######## pong_motion_ctrl ########
==> src/rtl/pong_motion_ctrl.sv <==
// Per-frame paddle and ball motion sequencer for the Pong object generators.
// One update per frame tick; outputs are registered and change one clock after the tick.
module pong_motion_ctrl #(
    parameter int BAR_V       = 4,
    parameter int BALL_V      = 2,
    parameter int MISS_FRAMES = 60
) (
    input  logic       clk,
    input  logic       reset_n,
    input  logic [9:0] pixel_x,
    input  logic [9:0] pixel_y,
    input  logic       btn_up,
    input  logic       btn_down,
    input  logic       launch,
    output logic [9:0] bar_y_t,
    output logic [9:0] ball_x_l,
    output logic [9:0] ball_y_t,
    output logic       playing,
    output logic       hit,
    output logic       miss,
    output logic [6:0] hit_count
);

    localparam logic [9:0] BAR_STEP   = 10'(BAR_V);
    localparam logic [9:0] BALL_STEP  = 10'(BALL_V);
    localparam logic [9:0] BAR_Y_RST  = 10'd204;
    localparam logic [9:0] BALL_X_RST = 10'd580;
    localparam logic [9:0] BALL_Y_RST = 10'd238;
    localparam logic [7:0] MISS_LAST  = 8'(MISS_FRAMES - 1);

    typedef enum logic [1:0] {ST_SERVE, ST_PLAY, ST_MISS} state_t;

    state_t     state_q, state_d;
    logic [9:0] bar_y_q, bar_y_d;
    logic [9:0] ball_x_q, ball_x_d;
    logic [9:0] ball_y_q, ball_y_d;
    logic       vx_neg_q, vx_neg_d;   // 1: ball moving left
    logic       vy_neg_q, vy_neg_d;   // 1: ball moving up
    logic [7:0] frame_cnt_q, frame_cnt_d;
    logic [6:0] hit_count_q, hit_count_d;
    logic       hit_q, hit_d;
    logic       miss_q, miss_d;
    logic       ref_d_q, ref_d_d;

    logic       ref_pos;
    logic       tick;
    logic [9:0] ball_r;
    logic [9:0] ball_b;
    logic       paddle_hit;

    always_ff @(posedge clk) begin
        if (!reset_n) begin
            state_q     <= ST_SERVE;
            bar_y_q     <= BAR_Y_RST;
            ball_x_q    <= BALL_X_RST;
            ball_y_q    <= BALL_Y_RST;
            vx_neg_q    <= 1'b1;
            vy_neg_q    <= 1'b0;
            frame_cnt_q <= 8'd0;
            hit_count_q <= 7'd0;
            hit_q       <= 1'b0;
            miss_q      <= 1'b0;
            ref_d_q     <= 1'b0;
        end else begin
            state_q     <= state_d;
            bar_y_q     <= bar_y_d;
            ball_x_q    <= ball_x_d;
            ball_y_q    <= ball_y_d;
            vx_neg_q    <= vx_neg_d;
            vy_neg_q    <= vy_neg_d;
            frame_cnt_q <= frame_cnt_d;
            hit_count_q <= hit_count_d;
            hit_q       <= hit_d;
            miss_q      <= miss_d;
            ref_d_q     <= ref_d_d;
        end
    end

    always_comb begin
        ref_pos     = (pixel_x == 10'd0) && (pixel_y == 10'd481);
        tick        = ref_pos & ~ref_d_q;
        ref_d_d     = ref_pos;
        ball_r      = ball_x_q + 10'd8;
        ball_b      = ball_y_q + 10'd8;
        paddle_hit  = !vx_neg_q && (ball_r >= 10'd600) && (ball_r <= 10'd603) &&
                      (ball_b >= bar_y_q) && (ball_y_q <= bar_y_q + 10'd72);
        state_d     = state_q;
        bar_y_d     = bar_y_q;
        ball_x_d    = ball_x_q;
        ball_y_d    = ball_y_q;
        vx_neg_d    = vx_neg_q;
        vy_neg_d    = vy_neg_q;
        frame_cnt_d = frame_cnt_q;
        hit_count_d = hit_count_q;
        hit_d       = 1'b0;
        miss_d      = 1'b0;

        if (tick) begin
            if (btn_down && !btn_up && (bar_y_q <= 10'd398)) begin
                bar_y_d = bar_y_q + BAR_STEP;
            end else if (btn_up && !btn_down && (bar_y_q >= 10'd10)) begin
                bar_y_d = bar_y_q - BAR_STEP;
            end

            case (state_q)
                ST_SERVE: begin
                    if (launch) begin
                        state_d = ST_PLAY;
                    end
                end
                ST_PLAY: begin
                    if (ball_r >= 10'd632) begin
                        state_d     = ST_MISS;
                        miss_d      = 1'b1;
                        frame_cnt_d = 8'd0;
                    end else begin
                        // Wall and paddle reflections are evaluated independently so corners flip both axes.
                        if (ball_y_q <= 10'd6) begin
                            vy_neg_d = 1'b0;
                        end else if (ball_b >= 10'd474) begin
                            vy_neg_d = 1'b1;
                        end
                        if (ball_x_q <= 10'd36) begin
                            vx_neg_d = 1'b0;
                        end
                        if (paddle_hit) begin
                            vx_neg_d = 1'b1;
                            hit_d    = 1'b1;
                            if (hit_count_q != 7'd127) begin
                                hit_count_d = hit_count_q + 7'd1;
                            end
                        end
                        ball_x_d = vx_neg_d ? ball_x_q - BALL_STEP : ball_x_q + BALL_STEP;
                        ball_y_d = vy_neg_d ? ball_y_q - BALL_STEP : ball_y_q + BALL_STEP;
                    end
                end
                ST_MISS: begin
                    if (frame_cnt_q == MISS_LAST) begin
                        state_d     = ST_SERVE;
                        ball_x_d    = BALL_X_RST;
                        ball_y_d    = BALL_Y_RST;
                        vx_neg_d    = 1'b1;
                        vy_neg_d    = 1'b0;
                        hit_count_d = 7'd0;
                        frame_cnt_d = 8'd0;
                    end else begin
                        frame_cnt_d = frame_cnt_q + 8'd1;
                    end
                end
                default: begin
                    state_d = ST_SERVE;
                end
            endcase
        end
    end

    always_comb begin
        playing   = (state_q == ST_PLAY);
        bar_y_t   = bar_y_q;
        ball_x_l  = ball_x_q;
        ball_y_t  = ball_y_q;
        hit       = hit_q;
        miss      = miss_q;
        hit_count = hit_count_q;
    end

endmodule
==> config.mk <==
export PLATFORM = sky130hd
export DESIGN_NAME = pong_motion_ctrl
export DESIGN_NICKNAME = d
export VERILOG_FILES = /design/src/rtl/pong_motion_ctrl.sv
export SDC_FILE = /design/constraint.sdc
export NUM_CORES = 1
export LEC_CHECK = 0
export CAP_MARGIN = 5
export CORE_MARGIN = 1.5
export CORE_UTILIZATION = 55
export DETAILED_ROUTE_END_ITERATION = 10
export PLACE_DENSITY_LB_ADDON = 0.08
export SYNTH_ARGS = -nofsm -noshare
export SYNTH_HDL_FRONTEND = slang
export SYNTH_SLANG_ARGS = --single-unit
==> constraint.sdc <==
create_clock -name clk -period 4.8 [get_ports clk]
set_input_delay 0.96 -clock clk [delete_from_list [all_inputs] [get_ports clk]]
set_output_delay 0.96 -clock clk [all_outputs]
set_load 0.01 [all_outputs]
######## serial_adder ########
File: src/rtl/serial_arith_pkg.sv
// Shared definitions for the bit-serial arithmetic datapath blocks.
// Contents: FSM state encoding (IDLE/RUN/DONE) and a helper that sizes the
// bit counter so it can reach WIDTH-1 without wrapping.
package serial_arith_pkg;

  typedef enum logic [1:0] {
    ST_IDLE = 2'd0,
    ST_RUN  = 2'd1,
    ST_DONE = 2'd2
  } state_t;

  // Bit counter width: one extra bit beyond $clog2 so WIDTH-1 never aliases.
  function automatic int cnt_width(input int w);
    return $clog2(w) + 1;
  endfunction

endpackage

File: src/rtl/serial_adder_fa_cell.sv
// fa_cell: combinational 1-bit full adder, dataflow style.
// Ports: a_i, b_i, ci_i (operand bits and carry-in) -> s_o (sum), co_o (carry-out).
// Latency: none (pure combinational); no handshake.
module fa_cell (
  input  logic a_i,
  input  logic b_i,
  input  logic ci_i,
  output logic s_o,
  output logic co_o
);

  assign s_o  = a_i ^ b_i ^ ci_i;
  assign co_o = (a_i & b_i) | (ci_i & (a_i ^ b_i));

endmodule

File: src/rtl/serial_adder.sv
// serial_adder: bit-serial LSB-first WIDTH-bit adder with one registered-carry full-adder cell.
// Ports: clk, rst_n (async active-low); in_valid/in_ready + a, b, cin operand handshake;
//   out_valid/out_ready + sum, cout result handshake; busy (RUN or DONE);
//   ovf (signed overflow) present only when SERIAL_ADDER_OVF_EN is defined.
// Latency: accept at cycle T -> out_valid at T+WIDTH+1; result held in DONE until out_ready.
module serial_adder
  import serial_arith_pkg::*;
#(
  parameter int WIDTH = 8
) (
  input  logic             clk,
  input  logic             rst_n,
  input  logic             in_valid,
  output logic             in_ready,
  input  logic [WIDTH-1:0] a,
  input  logic [WIDTH-1:0] b,
  input  logic             cin,
  output logic             out_valid,
  input  logic             out_ready,
  output logic [WIDTH-1:0] sum,
  output logic             cout,
`ifdef SERIAL_ADDER_OVF_EN
  output logic             ovf,
`endif
  output logic             busy
);

  localparam int CW = cnt_width(WIDTH);

  state_t           state_q, state_d;
  logic [WIDTH-1:0] shift_a_q, shift_a_d;
  logic [WIDTH-1:0] shift_b_q, shift_b_d;
  // Holds the WIDTH-1 low sum bits; the final bit comes straight from the
  // cell on the last RUN cycle, so the full sum is {fa_s, sum_sh_q}.
  logic [WIDTH-2:0] sum_sh_q, sum_sh_d;
  logic             carry_q, carry_d;
  logic [CW-1:0]    cnt_q, cnt_d;
  logic [WIDTH-1:0] sum_q, sum_d;
  logic             cout_q, cout_d;
`ifdef SERIAL_ADDER_OVF_EN
  logic             ovf_q, ovf_d;
`endif

  logic             fa_s, fa_co;
  logic [WIDTH-1:0] sum_cat;
  logic             last_bit;

  fa_cell u_fa (
    .a_i  (shift_a_q[0]),
    .b_i  (shift_b_q[0]),
    .ci_i (carry_q),
    .s_o  (fa_s),
    .co_o (fa_co)
  );

  assign sum_cat  = {fa_s, sum_sh_q};
  assign last_bit = (cnt_q == CW'(WIDTH - 1));

  always_ff @(posedge clk or negedge rst_n) begin
    if (!rst_n) begin
      state_q   <= ST_IDLE;
      shift_a_q <= '0;
      shift_b_q <= '0;
      sum_sh_q  <= '0;
      carry_q   <= 1'b0;
      cnt_q     <= '0;
      sum_q     <= '0;
      cout_q    <= 1'b0;
`ifdef SERIAL_ADDER_OVF_EN
      ovf_q     <= 1'b0;
`endif
    end else begin
      state_q   <= state_d;
      shift_a_q <= shift_a_d;
      shift_b_q <= shift_b_d;
      sum_sh_q  <= sum_sh_d;
      carry_q   <= carry_d;
      cnt_q     <= cnt_d;
      sum_q     <= sum_d;
      cout_q    <= cout_d;
`ifdef SERIAL_ADDER_OVF_EN
      ovf_q     <= ovf_d;
`endif
    end
  end

  always_comb begin
    state_d   = state_q;
    shift_a_d = shift_a_q;
    shift_b_d = shift_b_q;
    sum_sh_d  = sum_sh_q;
    carry_d   = carry_q;
    cnt_d     = cnt_q;
    sum_d     = sum_q;
    cout_d    = cout_q;
`ifdef SERIAL_ADDER_OVF_EN
    ovf_d     = ovf_q;
`endif
    case (state_q)
      ST_IDLE: begin
        if (in_valid) begin
          shift_a_d = a;
          shift_b_d = b;
          carry_d   = cin;
          sum_sh_d  = '0;
          cnt_d     = '0;
          state_d   = ST_RUN;
        end
      end
      ST_RUN: begin
        shift_a_d = shift_a_q >> 1;
        shift_b_d = shift_b_q >> 1;
        sum_sh_d  = sum_cat[WIDTH-1:1];
        carry_d   = fa_co;
        cnt_d     = cnt_q + CW'(1);
        if (last_bit) begin
          // Result ports only change here, so they stay stable through DONE
          // and keep their value after the output handshake.
          sum_d   = sum_cat;
          cout_d  = fa_co;
`ifdef SERIAL_ADDER_OVF_EN
          // carry_q is the carry into the MSB on this cycle.
          ovf_d   = carry_q ^ fa_co;
`endif
          state_d = ST_DONE;
        end
      end
      ST_DONE: begin
        if (out_ready) begin
          state_d = ST_IDLE;
        end
      end
      default: state_d = ST_IDLE;
    endcase
  end

  assign in_ready  = (state_q == ST_IDLE);
  assign out_valid = (state_q == ST_DONE);
  assign busy      = (state_q == ST_RUN) || (state_q == ST_DONE);
  assign sum       = sum_q;
  assign cout      = cout_q;
`ifdef SERIAL_ADDER_OVF_EN
  assign ovf       = ovf_q;
`endif

endmodule

File: config.mk
export PLATFORM = sky130hd
export DESIGN_NAME = serial_adder
export DESIGN_NICKNAME = d
export VERILOG_FILES = /design/src/rtl/serial_arith_pkg.sv /design/src/rtl/serial_adder_fa_cell.sv /design/src/rtl/serial_adder.sv
export SDC_FILE = /design/constraint.sdc
export NUM_CORES = 1
export LEC_CHECK = 0
export ABC_AREA = 1
export CAP_MARGIN = 5
export CORE_AREA = 2 2 63 65
export DETAILED_ROUTE_END_ITERATION = 7
export DIE_AREA = 0 0 65 67
export PLACE_DENSITY_LB_ADDON = 0.05
export SLEW_MARGIN = 20
export SYNTH_ARGS = -nofsm -noshare
export SYNTH_HDL_FRONTEND = slang
export SYNTH_HIERARCHICAL = 1
export SYNTH_SLANG_ARGS = --single-unit
export TNS_END_PERCENT = 10
File: constraint.sdc
create_clock -name clk -period 2.6 [get_ports clk]
set_clock_uncertainty 0.15 [all_clocks]
set_input_delay 0.52 -clock clk [delete_from_list [all_inputs] [get_ports clk]]
set_output_delay 0.52 -clock clk [all_outputs]
set_load 0.005 [all_outputs]
######## axi_stream_header_arbiter ########
--- src/rtl/axi_hdr_pkg.sv ---
// Shared definitions for the header arbiter: FSM encoding and default sizes.
package axi_hdr_pkg;
  localparam int DATA_WD_DEF = 32;
  localparam int N_REQ_DEF   = 4;
  localparam int PKT_CNT_WD  = 16;

  typedef enum logic [1:0] {
    ST_IDLE      = 2'd0,
    ST_SEND_HDR  = 2'd1,
    ST_WAIT_LAST = 2'd2
  } hdr_state_e;
endpackage

--- src/rtl/hdr_rr_pick.sv ---
// Combinational round-robin pick: first set request after i_last, with wrap.
module hdr_rr_pick #(
  parameter int N_REQ  = 4,
  parameter int IDX_WD = $clog2(N_REQ)
) (
  input  logic [N_REQ-1:0]  i_req,
  input  logic [IDX_WD-1:0] i_last,
  output logic [IDX_WD-1:0] o_win,
  output logic              o_any
);
  // Scan farthest offset first so the nearest requester after i_last wins.
  always_comb begin
    o_win = '0;
    o_any = 1'b0;
    for (int k = N_REQ; k >= 1; k--) begin
      for (int j = 0; j < N_REQ; j++) begin
        if (i_req[j] && (j == ((int'(i_last) + k) % N_REQ))) begin
          o_win = IDX_WD'(j);
          o_any = 1'b1;
        end
      end
    end
  end
endmodule

--- src/rtl/axi_stream_header_arbiter.sv ---
// Round-robin arbiter granting one header requester per packet to the insert datapath.
module axi_stream_header_arbiter
  import axi_hdr_pkg::*;
#(
  parameter int DATA_WD      = DATA_WD_DEF,
  parameter int DATA_BYTE_WD = DATA_WD / 8,
  parameter int BYTE_CNT_WD  = $clog2(DATA_BYTE_WD),
  parameter int N_REQ        = N_REQ_DEF,
  parameter int IDX_WD       = $clog2(N_REQ)
) (
  input  logic                          clk,
  input  logic                          rst_n,
  input  logic [N_REQ-1:0]              req_valid,
  input  logic [N_REQ*DATA_WD-1:0]      req_data,
  input  logic [N_REQ*DATA_BYTE_WD-1:0] req_keep,
  input  logic [N_REQ*BYTE_CNT_WD-1:0]  req_byte_cnt,
  output logic [N_REQ-1:0]              req_ready,
  output logic                          hdr_valid,
  output logic [DATA_WD-1:0]            hdr_data,
  output logic [DATA_BYTE_WD-1:0]       hdr_keep,
  output logic [BYTE_CNT_WD-1:0]        hdr_byte_cnt,
  input  logic                          hdr_ready,
  input  logic                          mon_valid,
  input  logic                          mon_ready,
  input  logic                          mon_last,
  output logic [IDX_WD-1:0]             grant_id,
  output logic                          busy,
  output logic [PKT_CNT_WD-1:0]         pkt_cnt
);
  hdr_state_e              r_state, w_state_nxt;
  logic [IDX_WD-1:0]       r_grant, r_last_grant, w_win;
  logic                    w_any, w_sel_valid, w_done;
  logic [PKT_CNT_WD-1:0]   r_pkt_cnt;

  hdr_rr_pick #(.N_REQ(N_REQ), .IDX_WD(IDX_WD)) u_pick (
    .i_req  (req_valid),
    .i_last (r_last_grant),
    .o_win  (w_win),
    .o_any  (w_any)
  );

  // Slice mux driven only by the registered grant.
  always_comb begin
    w_sel_valid  = 1'b0;
    hdr_data     = '0;
    hdr_keep     = '0;
    hdr_byte_cnt = '0;
    for (int j = 0; j < N_REQ; j++) begin
      if (r_grant == IDX_WD'(j)) begin
        w_sel_valid  = req_valid[j];
        hdr_data     = req_data[j*DATA_WD +: DATA_WD];
        hdr_keep     = req_keep[j*DATA_BYTE_WD +: DATA_BYTE_WD];
        hdr_byte_cnt = req_byte_cnt[j*BYTE_CNT_WD +: BYTE_CNT_WD];
      end
    end
  end

  assign w_done = mon_valid && mon_ready && mon_last;

  always_comb begin
    w_state_nxt = r_state;
    hdr_valid   = 1'b0;
    req_ready   = '0;
    unique case (r_state)
      ST_IDLE: if (w_any) w_state_nxt = ST_SEND_HDR;
      ST_SEND_HDR: begin
        hdr_valid = w_sel_valid;
        for (int j = 0; j < N_REQ; j++)
          req_ready[j] = (r_grant == IDX_WD'(j)) && hdr_ready;
        if (w_sel_valid && hdr_ready) w_state_nxt = ST_WAIT_LAST;
      end
      ST_WAIT_LAST: if (w_done) w_state_nxt = ST_IDLE;
      default: w_state_nxt = ST_IDLE;
    endcase
  end

  always_ff @(posedge clk) begin
    if (!rst_n) begin
      r_state      <= ST_IDLE;
      r_grant      <= IDX_WD'(N_REQ - 1);
      r_last_grant <= IDX_WD'(N_REQ - 1);
      r_pkt_cnt    <= '0;
    end else begin
      r_state <= w_state_nxt;
      if (r_state == ST_IDLE && w_any) r_grant <= w_win;
      if (r_state == ST_WAIT_LAST && w_done) begin
        r_last_grant <= r_grant;
        r_pkt_cnt    <= r_pkt_cnt + 1'b1;
      end
    end
  end

  assign grant_id = r_grant;
  assign busy     = (r_state != ST_IDLE);
  assign pkt_cnt  = r_pkt_cnt;
endmodule

--- config.mk ---
export PLATFORM = sky130hd
export DESIGN_NAME = axi_stream_header_arbiter
export DESIGN_NICKNAME = d
export VERILOG_FILES = /design/src/rtl/axi_hdr_pkg.sv /design/src/rtl/hdr_rr_pick.sv /design/src/rtl/axi_stream_header_arbiter.sv
export SDC_FILE = /design/constraint.sdc
export NUM_CORES = 1
export LEC_CHECK = 0
export CAP_MARGIN = 5
export CELL_PAD_IN_SITES_DETAIL_PLACEMENT = 1
export CELL_PAD_IN_SITES_GLOBAL_PLACEMENT = 2
export CORE_MARGIN = 1.5
export CORE_UTILIZATION = 14
export DETAILED_ROUTE_END_ITERATION = 16
export PLACE_DENSITY_LB_ADDON = 0.15
export SLEW_MARGIN = 0
export SYNTH_ARGS = -nofsm -noshare
export SYNTH_HDL_FRONTEND = slang
export SYNTH_HIERARCHICAL = 1
export SYNTH_SLANG_ARGS = --single-unit
export TNS_END_PERCENT = 5
--- constraint.sdc ---
create_clock -name clk -period 2.15 [get_ports clk]
set_input_delay 0.43 -clock clk [delete_from_list [all_inputs] [get_ports clk]]
set_output_delay 0.43 -clock clk [all_outputs]
set_load 0.005 [all_outputs]
######## trade_z_engine ########
--- config.mk ---
export PLATFORM = sky130hd
export DESIGN_NAME = trade_z_engine
export DESIGN_NICKNAME = d
export VERILOG_FILES = /design/src/rtl/trade_z_engine.sv
export SDC_FILE = /design/constraint.sdc
export NUM_CORES = 1
export LEC_CHECK = 0
export CAP_MARGIN = 10
export CORE_MARGIN = 10
export CORE_UTILIZATION = 62
export DETAILED_ROUTE_END_ITERATION = 10
export GPL_TIMING_DRIVEN = 0
export PLACE_DENSITY = 0.8
export SYNTH_ARGS = -nofsm -noshare
export SYNTH_HDL_FRONTEND = slang
export SYNTH_SLANG_ARGS = --single-unit
--- constraint.sdc ---
create_clock -name clk -period 7.8 [get_ports clk]
set_input_delay 1.95 -clock clk [delete_from_list [all_inputs] [get_ports clk]]
set_output_delay 1.95 -clock clk [all_outputs]
set_load 0.01 [all_outputs]
--- src/rtl/trade_z_engine.sv ---
// Multi-cycle Z-score trade engine: iterative sqrt of (sq_mean - mean^2), restoring
// divide of |price-mean| by stddev, then buy/sell decisions with per-direction cooldown.
module trade_z_engine #(
  parameter int DATA_W   = 16,
  parameter int INT_BITS = 10,
  parameter int Z_FRAC   = 8,
  parameter int Z_THRESH = 512,
  parameter int COOLDOWN = 4,
  parameter int TAG_W    = 4
) (
  input  logic                clk,
  input  logic                rst,
  input  logic                in_valid,
  output logic                in_ready,
  input  logic [TAG_W-1:0]    in_tag,
  input  logic [DATA_W-1:0]   mean,
  input  logic [2*DATA_W-1:0] sq_mean,
  input  logic [DATA_W-1:0]   price,
  output logic                out_valid,
  output logic [TAG_W-1:0]    out_tag,
  output logic                buy_signal,
  output logic                sell_signal,
  output logic                suppressed,
  output logic                zero_var,
  output logic [2*DATA_W-1:0] z_score,
  output logic [DATA_W-1:0]   stddev
);
  localparam int W2    = 2 * DATA_W;
  localparam int DW    = DATA_W + Z_FRAC;
  localparam int CNT_W = $clog2(DW + 1);
  localparam int CD_W  = (COOLDOWN > 0) ? $clog2(COOLDOWN + 1) : 1;
  localparam int RS_W  = DATA_W + 3;
  localparam int RD_W  = DATA_W + 1;

  if (INT_BITS < 0 || INT_BITS > DATA_W) begin : g_bad_int_bits
    $error("INT_BITS must lie within DATA_W");
  end

  typedef enum logic [1:0] {IDLE, SQRT, DIV, DONE} state_t;

  state_t            state;
  logic [CNT_W-1:0]  cnt;
  logic [W2-1:0]     var_sh;
  logic [RS_W-1:0]   rs;
  logic [DATA_W-1:0] root;
  logic [DW-1:0]     quo;
  logic [RD_W-1:0]   rd;
  logic              zv;
  logic              is_buy;
  logic              is_sell;
  logic [TAG_W-1:0]  tag_q;
  logic [CD_W-1:0]   cd_buy;
  logic [CD_W-1:0]   cd_sell;

  assign in_ready = (state == IDLE) && !rst;

  // Capture-time arithmetic; variance clamps to zero when sq_mean < mean^2.
  logic [W2-1:0]     mean_sq;
  logic [W2-1:0]     var_in;
  logic [DATA_W-1:0] delta_in;
  assign mean_sq  = W2'(mean) * W2'(mean);
  assign var_in   = (sq_mean >= mean_sq) ? sq_mean - mean_sq : '0;
  assign delta_in = (price >= mean) ? price - mean : mean - price;

  // One square-root bit per cycle: bring down two radicand bits, try (root<<2)|1.
  logic [RS_W-1:0]   rs_sh;
  logic [RS_W-1:0]   rs_trial;
  logic              rs_ge;
  logic [DATA_W-1:0] root_nxt;
  assign rs_sh    = (rs << 2) | RS_W'(var_sh[W2-1 -: 2]);
  assign rs_trial = RS_W'({root, 2'b01});
  assign rs_ge    = rs_sh >= rs_trial;
  assign root_nxt = (root << 1) | DATA_W'(rs_ge);

  // One quotient bit per cycle; quotient bits shift into the dividend register.
  logic [RD_W-1:0] rd_sh;
  logic            rd_ge;
  assign rd_sh = (rd << 1) | RD_W'(quo[DW-1]);
  assign rd_ge = rd_sh >= RD_W'(root);

  logic [W2-1:0] z_val;
  logic          qual;
  logic          fire_buy;
  logic          fire_sell;
  logic          blocked;
  assign z_val     = zv ? '0 : W2'(quo);
  assign qual      = z_val > W2'(Z_THRESH);
  assign fire_buy  = qual && is_buy  && (cd_buy  == '0);
  assign fire_sell = qual && is_sell && (cd_sell == '0);
  assign blocked   = qual && ((is_buy && cd_buy != '0) || (is_sell && cd_sell != '0));

  function automatic logic [CD_W-1:0] cd_next(input logic [CD_W-1:0] c, input logic fire);
    if (fire) return CD_W'(COOLDOWN);
    return (c != '0) ? c - 1'b1 : '0;
  endfunction

  always_ff @(posedge clk or posedge rst) begin
    if (rst) begin
      state       <= IDLE;
      cnt         <= '0;
      var_sh      <= '0;
      rs          <= '0;
      root        <= '0;
      quo         <= '0;
      rd          <= '0;
      zv          <= 1'b0;
      is_buy      <= 1'b0;
      is_sell     <= 1'b0;
      tag_q       <= '0;
      cd_buy      <= '0;
      cd_sell     <= '0;
      out_valid   <= 1'b0;
      out_tag     <= '0;
      buy_signal  <= 1'b0;
      sell_signal <= 1'b0;
      suppressed  <= 1'b0;
      zero_var    <= 1'b0;
      z_score     <= '0;
      stddev      <= '0;
    end else begin
      out_valid <= 1'b0;
      case (state)
        IDLE: begin
          if (in_valid) begin
            state   <= SQRT;
            cnt     <= '0;
            tag_q   <= in_tag;
            var_sh  <= var_in;
            rs      <= '0;
            root    <= '0;
            rd      <= '0;
            quo     <= DW'(delta_in) << Z_FRAC;
            is_buy  <= price < mean;
            is_sell <= price > mean;
          end
        end
        SQRT: begin
          var_sh <= var_sh << 2;
          rs     <= rs_ge ? rs_sh - rs_trial : rs_sh;
          root   <= root_nxt;
          if (cnt == CNT_W'(DATA_W - 1)) begin
            state <= DIV;
            cnt   <= '0;
            zv    <= (root_nxt == '0);
          end else begin
            cnt <= cnt + 1'b1;
          end
        end
        DIV: begin
          // A zero divisor still runs the full count so latency never varies.
          rd  <= rd_ge ? rd_sh - RD_W'(root) : rd_sh;
          quo <= (quo << 1) | DW'(rd_ge);
          if (cnt == CNT_W'(DW - 1)) state <= DONE;
          else                       cnt   <= cnt + 1'b1;
        end
        DONE: begin
          out_valid   <= 1'b1;
          out_tag     <= tag_q;
          buy_signal  <= fire_buy;
          sell_signal <= fire_sell;
          suppressed  <= blocked;
          zero_var    <= zv;
          z_score     <= z_val;
          stddev      <= root;
          cd_buy      <= cd_next(cd_buy, fire_buy);
          cd_sell     <= cd_next(cd_sell, fire_sell);
          state       <= IDLE;
        end
        default: state <= IDLE;
      endcase
    end
  end
endmodule


## Gallery

Placement by cell class.
image #1
Scale: 3 px per um.
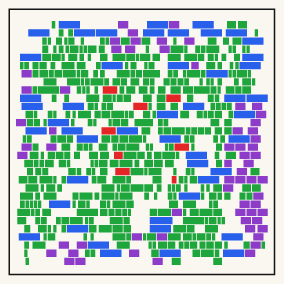
image #2
Scale: 2 px per um.
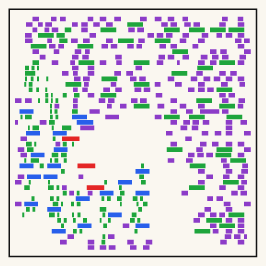
image #3
Scale: 4 px per um.
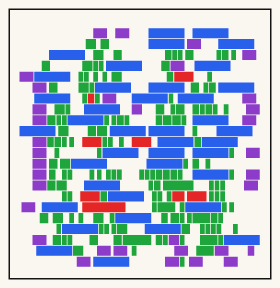
image #4
Scale: 1.5 px per um.
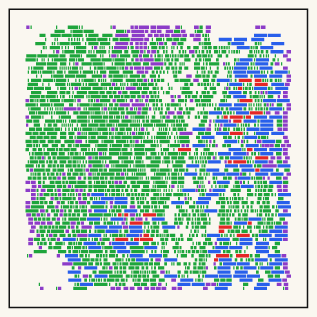
trade_z_engine -> image #4
serial_adder -> image #3
pong_motion_ctrl -> image #1
axi_stream_header_arbiter -> image #2
- fewest cells: image #3
- most sequential cells: image #4

Fig. 1: pong_motion_ctrl, clock nets
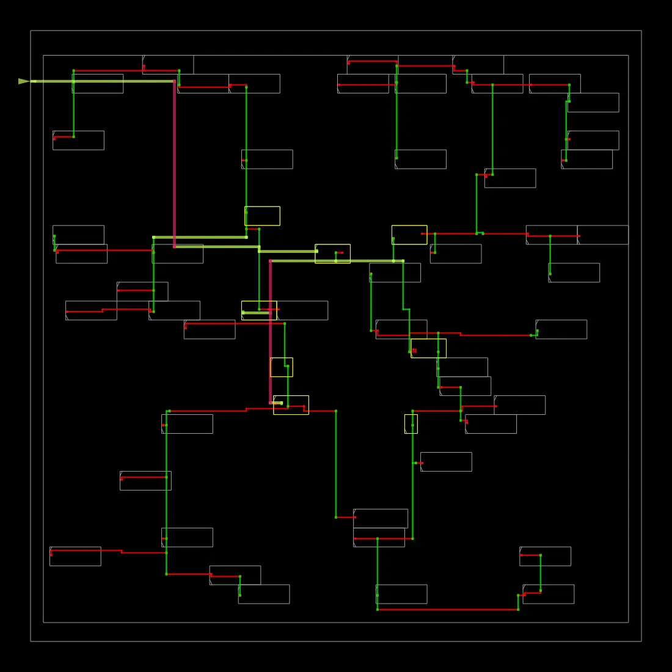
Inserted Clock Buffers: 5
Clock buffer cells: 6
later-pin clock latency in the skew report: 0.30 ns
sink count of the clock tree: 48
Flops: 48

==> flow_summary.toml, pong_motion_ctrl <==
# implementation run metrics
[cells_and_area]
regArea_sq_um = 962
fraction_of_final_layout_cells_sized_beyond_drive_strength_1_pct = 5.28
nonClockBufferCount = 63
final_cell_area_sq_um = 4720
diodes = 0

[global_routing]
grt_pass1_vias = 3527
grt_max_degree = 37
grt_pass1_wl_mm = 15.7
gr-total-overflow = 0

[setup_path]
critPathMaxFanout = 10
worst_r2r_endpoint = "ball_x_l[8]$_SDFFE_PN0P_"
critical_path_depth = 19
critPathCaptureType = "flop"
slowest_delay_ns = 0.45
timing.critical_path.required_ns = 5.04

[clock_tree]
worst_setup_hold_path_clk_slew_ns = 0.10
cts_setup_buffers = 0
cts_root_buffer = "clkbuf_8"

[synthesis]
ys_sh_aoi_pct = 20.8
postSynthAreaPerCell_sq_um = 8.02
yosys-mux-area-fraction_pct = 0.253
synth_xor_xnor_area_share_pct = 8.18
synth_top_flop_cell = "dfxtp_1"
adder_share_pct = 16.4
top_cell_type_s_share_of_synthesized_area_pct = 24.3
synth-area-yosys_sq_um = 3960
synth.yosys.num_cells = 494

[placed_design]
dpl.cell_count = 637

[floorplan]
fp.coreArea_sq_um = 6870

[min_path]
worstHoldEndpoint = "vy_neg_q$_SDFFE_PN0P_"

[sta]
clock.fmax_mhz = 235
fin_hold_ws_ns = 0.458
relSlewSlack_pct = 37.8
timing.final.hold_violations = 0

[run_status]
result_of_the_run = "finished, final reports clean"
==> pong_motion_ctrl: routing by layer <==
metal / up-vias / global-route usage [%] / part of all wire, %
met3: 13 / 4.15 / 5.5
met1: 1737 / 31.7 / 45
li1: 1896 / - / -
met4: 0 / 6.49 / 0.98
met5: - / 0 / 0
met2: 93 / 44.8 / 48
==> pong_motion_ctrl: repair_timing <==
action | CTS | global route
hold buffers | 0 | 0
endpoints found under the setup margin | 0 | 1
gates resized | 0 | 2
==> pong_motion_ctrl: cells in the mapped netlist, drive strengths merged, types with 2 or more instances <==
cell and count:
a211o 2, a211oi 4, a21o 10, a21oi 39
a311oi 3, a31oi 5, and2 3, and3 5
buf 9, clkbuf 10, dfxtp 48, fa 3
ha 47, inv 27, nand2 39, nand2b 11
nand3 14, nand3b 2, nand4 6, nand4b 5
nor2 42, nor2b 3, nor3 18, nor4 5
nor4b 4, o211ai 10, o21a 4, o21ai 26
o21bai 2, o31a 3, o31ai 5, o41ai 2
or2 3, or3 14, or3b 2, or4 6
xnor2 21, xor2 16
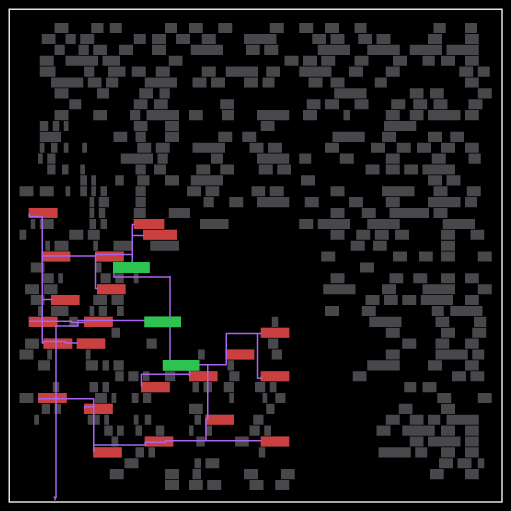
Fig. 2. Clock wires, drivers and flops (axi_stream_header_arbiter).
Scale: 4 px per um.
legend:
  clock wires:
    color: purple
    length: 360 um
  clock-net drivers:
    color: green
    count: 3
  flip-flops:
    color: red
    count: 22
routed clock nets: 4

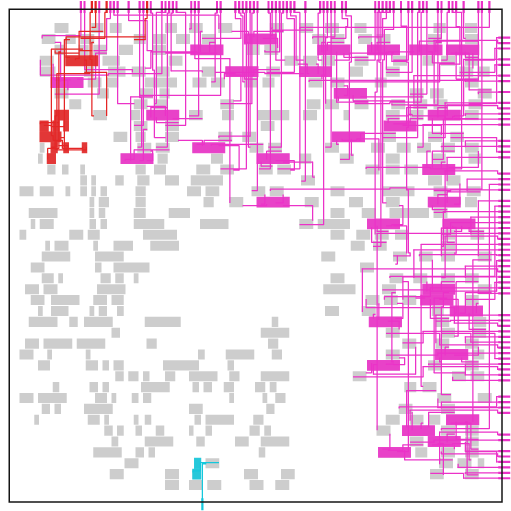
Fig. 3. Port wiring (axi_stream_header_arbiter).
Scale: 4 px per um.
legend:
  mon_ready:
    color: cyan
    bits: 1
    direction: input
    end_cells: 2
    buffers: 1
    wire: 18.8 um
  req_valid:
    color: red
    bits: 4
    direction: input
    end_cells: 10
    buffers: 8
    wire: 282 um
  req_data:
    color: magenta
    bits: 128
    direction: input
    end_cells: 32
    buffers: 128
    wire: 4770 um

==> flow_summary.toml, axi_stream_header_arbiter <==
# implementation run metrics
[run_status]
result_of_the_run = "finished, final reports clean"

[synthesis]
top_cell_type_s_share_of_synthesized_area_pct = 43.7
yosysSeqAreaShare_pct = 21.9
edff_count_synth = 0

[cells_and_area]
areaGrowthSynthToFinish_pct = 134

[placed_design]
place_worst_setup_slack_ns = -0.301
dpl.cell_count = 590

[setup_path]
worst_r2r_endpoint = "pkt_cnt[15]$_SDFFE_PN0P_"
startpoint_type = "flop"
worst-r2r-cell-count = 5
critical_path_depth = 4

[clock_tree]
cts_root_buffer = "clkbuf_16"
worst_setup_hold_path_clk_slew_ns = 0.06

[route]
drt_pass1_iterations = 4
met3_wirelength_mm = 1.02
ant_nets = 0
detail_route.drc_violations = 0

[global_routing]
grtUsageTotal_pct = 15.2

[job]
tool_warnings = 28
-- axi_stream_header_arbiter: Yosys cell counts (2+ instances only) --
cell type	instances
a21oi_1	13
dfxtp_1	22
nand4_1	2
nor2_1	10
nor3_1	2
buf_2	7
and2_1	2
inv_1	3
o21ai_0	7
and3_1	3
mux2i_1	4
and4_1	2
or4_1	4
o31ai_1	4
nand3_1	11
nor2b_1	3
or3_1	6
nor3b_1	2
clkbuf_1	6
nand2_1	14
xor2_1	4
mux4_2	39
-- axi_stream_header_arbiter: registers in the layout (all words and copies together) (netlist names) --
name / cells
r_state: 2
grant_id: 2
r_last_grant: 2
pkt_cnt: 16
-- axi_stream_header_arbiter: final cells by class --
type | instances | area, sq um | area share, %
Timing Repair Buffer | 246 | 2410 | 51.4
Multi-Input combinational cell | 142 | 1520 | 32.3
Sequential cell | 22 | 445 | 9.48
Tap cell | 180 | 225 | 4.79
Clock buffer | 3 | 75.1 | 1.60
Inverter | 4 | 15.0 | 0.320
Antenna cell | 2 | 5.00 | 0.107
-- axi_stream_header_arbiter: worst register-to-register path, stage by stage (launching register included) --
cell	delay, ns
dfxtp_1	0.44
nor2b_1	0.32
nand4_1	0.14
buf_4	0.17
or4_1	0.50
a21oi_1	0.14
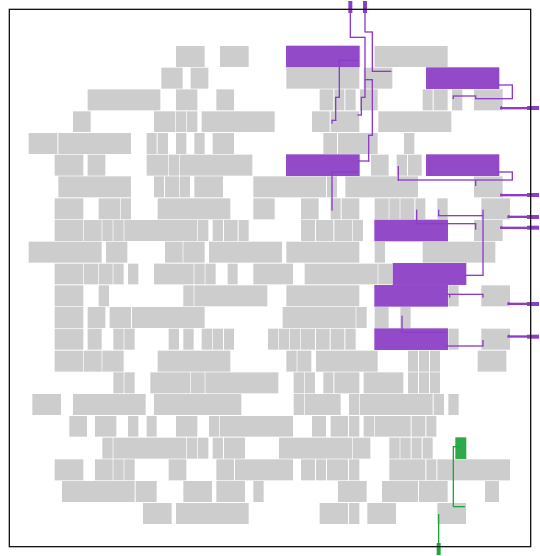
Fig. 4. Port wiring (serial_adder).
Scale: 8 px per um.
legend:
  out_ready:
    color: green
    bits: 1
    direction: input
    end_cells: 1
    buffers: 1
    wire: 13.1 um
  sum:
    color: purple
    bits: 8
    direction: output
    end_cells: 8
    buffers: 8
    wire: 151 um

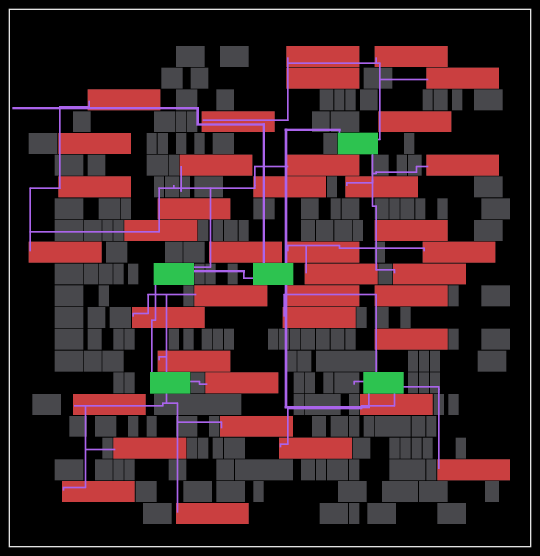
Fig. 5. Clock wires, drivers and flops (serial_adder).
Scale: 8 px per um.
legend:
  clock wires:
    color: purple
    length: 474 um
  clock-net drivers:
    color: green
    count: 5
  flip-flops:
    color: red
    count: 39
flops lie: all over the die
routed clock nets: 6

==> flow_summary.toml, serial_adder <==
# implementation run metrics
[run_status]
result_of_the_run = "finished, final reports clean"

[setup_path]
endpoint = "in_ready"
critPathCaptureType = "output port"
slowest_stage = "clkdlybuf4s50_1"
critical_path_arrival_ns = 1.55
timing.critical_path.cells = "inv_1, ha_1, clkdlybuf4s50_1"

[floorplan]
fp.coreArea_sq_um = 3610
num_io_pins = 33

[cells_and_area]
layout_top_cell = "nand2_1"

[route]
met2_wirelength_mm = 1.74

[global_routing]
gr-usage-met2_pct = 33.2

[synthesis]
yosysSeqAreaShare_pct = 54.2
yosys_register_bits = 39
adder_share_pct = 3.89
ys.warnings.count = 6

[sta]
layout_min_cycle_time_ns = 2.22
## serial_adder: worst register-to-register path: cells and delay by family (launching register included)
family                     cells  cell delay, ns
and+or+nand+nor                3            0.39
adders and majority gates      1            0.24
DFF                            1            0.41
AOI/OAI and AO/OA              1            0.09
buffers and inverters          3            0.44
## serial_adder: flip-flops by register name (all words and copies together) (netlist names)
register   flops
state_q        2
cnt_q          4
sum            8
sum_sh_q       7
shift_a_q      8
shift_b_q      8
carry_q        1
cout           1
## serial_adder: final cells by class
| class | instances | area, sq um |
|---|---|---|
| fill | 330 | 1360 |
| timing repair buffer | 34 | 330 |
| tap | 48 | 60.1 |
| clock buffer | 5 | 68.8 |
| multi-input combinational | 129 | 684 |
| clock inverter | 3 | 43.8 |
| sequential | 39 | 976 |
| inverter | 21 | 78.8 |
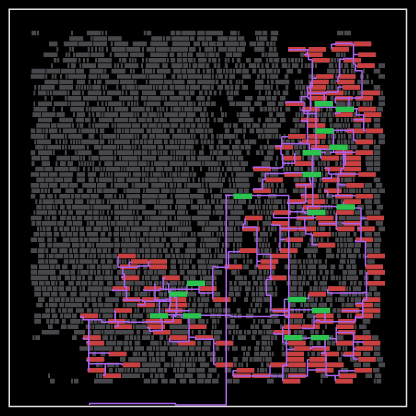
Fig. 6. Clock wires, drivers and flops (trade_z_engine).
Scale: 2 px per um.
legend:
  clock-net drivers:
    color: green
    count: 17
  flip-flops:
    color: red
    count: 174
  clock wires:
    color: purple
    length: 2120 um
routed clock nets: 18

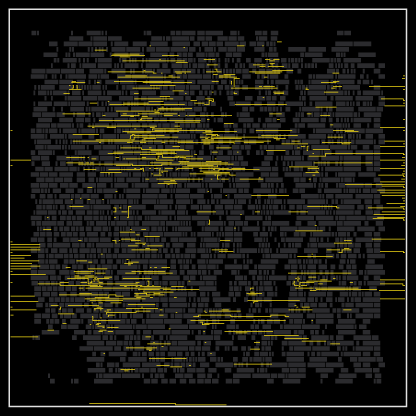
Fig. 7. Signal wires on met3 (trade_z_engine).
Scale: 2 px per um. Cells faint in the background.
wire length on this layer: 4110 um
main direction: horizontal
nets with wire on the layer: 358
longest straight run: 59.8 um
share of all routed wire: 7.2%

==> flow_summary.toml, trade_z_engine <==
# implementation run metrics
[sta]
fin_worst_skew_ns = 0.00959
final-setup-viol-count = 32
final.setup.tns_ns = -36.25
postLayoutSetupSlackWorst_ns = -1.24

[synthesis]
synth_top_flop_cell = "dfrtp_1"
yosys-top-cells-area = "dfrtp_1, fa_1, ha_1, inv_1, nand2_1"
yosysSeqAreaShare_pct = 22.2
synth-area-yosys_sq_um = 19600

[cells_and_area]
inverters = 357
areaGrowthSynthToFinish_pct = 22.9
layout.comb_gates.multi_input = 1611
diodes = 0

[run_status]
failed_checks = "setup timing"
result_of_the_run = "finished, violations left"

[clock_tree]
worst_setup_hold_path_clk_slew_ns = 0.07

[setup_path]
worst_r2r_endpoint = "var_sh[4]$_DFFE_PP0P_"

[job]
timing.max_cap.violations = 0
[trade_z_engine: cell usage in the layout (no fill, tap or decap), types with 19 or more instances in the layout]
master           Yosys  final
mux2i_1             27     27
clkbuf_1            59     37
buf_4               11    104
a21oi_1             98     83
clkbuf_16            0     28
nor3_1              31     31
a21o_1              49     49
o21ai_0            114    104
nand3_1             31     29
ha_1               211    190
o22ai_1             34     30
xnor2_1             58     56
inv_2                2     20
nand4_1             21     21
nand2_1            204    195
dfrtp_1            174    174
mux2_2              29     29
a31oi_1             20     19
nor2_2              12     26
xor2_1              42     36
clkdlybuf4s50_1      0    104
nor2_1             176    155
fa_1               162    158
inv_1              349    321
[trade_z_engine: logic make-up (layout without fill, tap and decap cells)]
kind of cell               count (synthesis)  count (layout)  synth area share [%]
AOI/OAI and AO/OA                        493             493                  17.2
adders and majority gates                373             373                  30.0
other                                      1               8                0.0191
buffers and inverters                    446             695                  9.13
DFF                                      174             174                  22.2
muxes                                     58              58                  3.16
xor gates and xnor gates                 100             100                  4.47
and+or+nand+nor                          579             579                  13.8


==> gallery <==
Signal wires on met3.
picture 1
Scale: 3 px per um. Cells faint in the background.
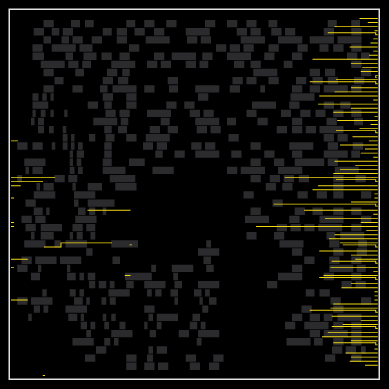
picture 2
Scale: 6 px per um. Cells faint in the background.
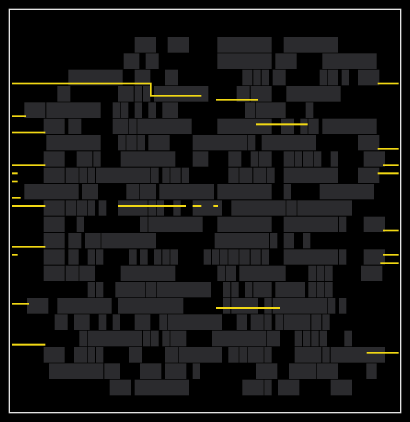
picture 3
Scale: 4 px per um. Cells faint in the background.
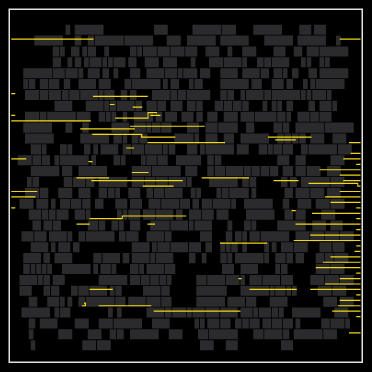
picture 2: serial_adder
picture 1: axi_stream_header_arbiter
picture 3: pong_motion_ctrl
- largest die: picture 1
- smallest die: picture 2


## Gallery

Clock nets.
shot_01.png
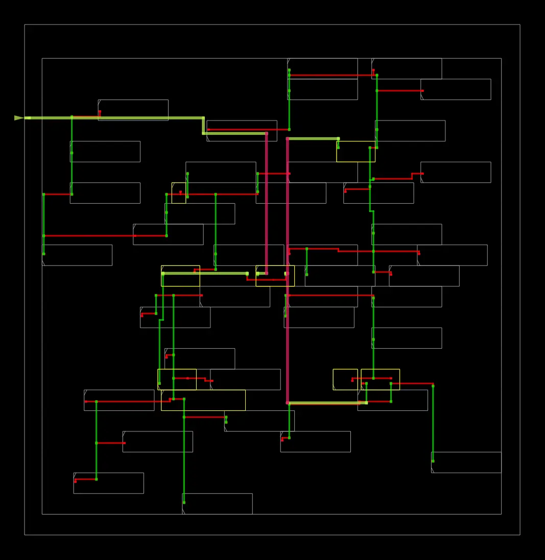
shot_02.png
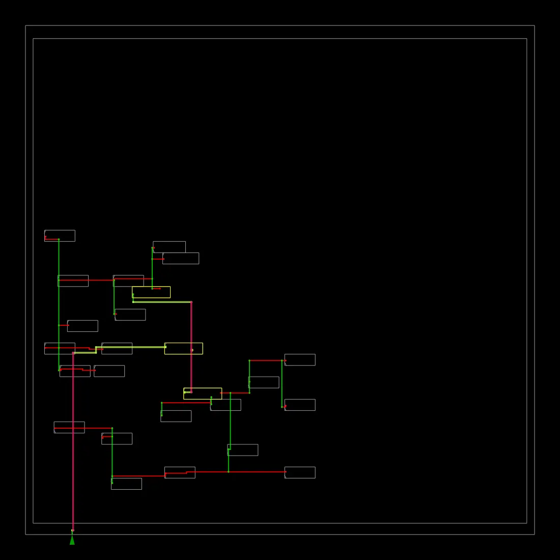
shot_03.png
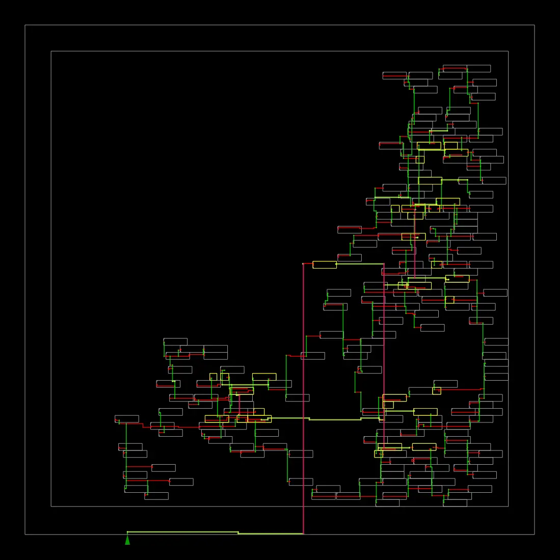
shot_03.png comes from trade_z_engine.
shot_02.png comes from axi_stream_header_arbiter.
shot_01.png comes from serial_adder.
The one with the fewest sequential cells is shot_02.png.

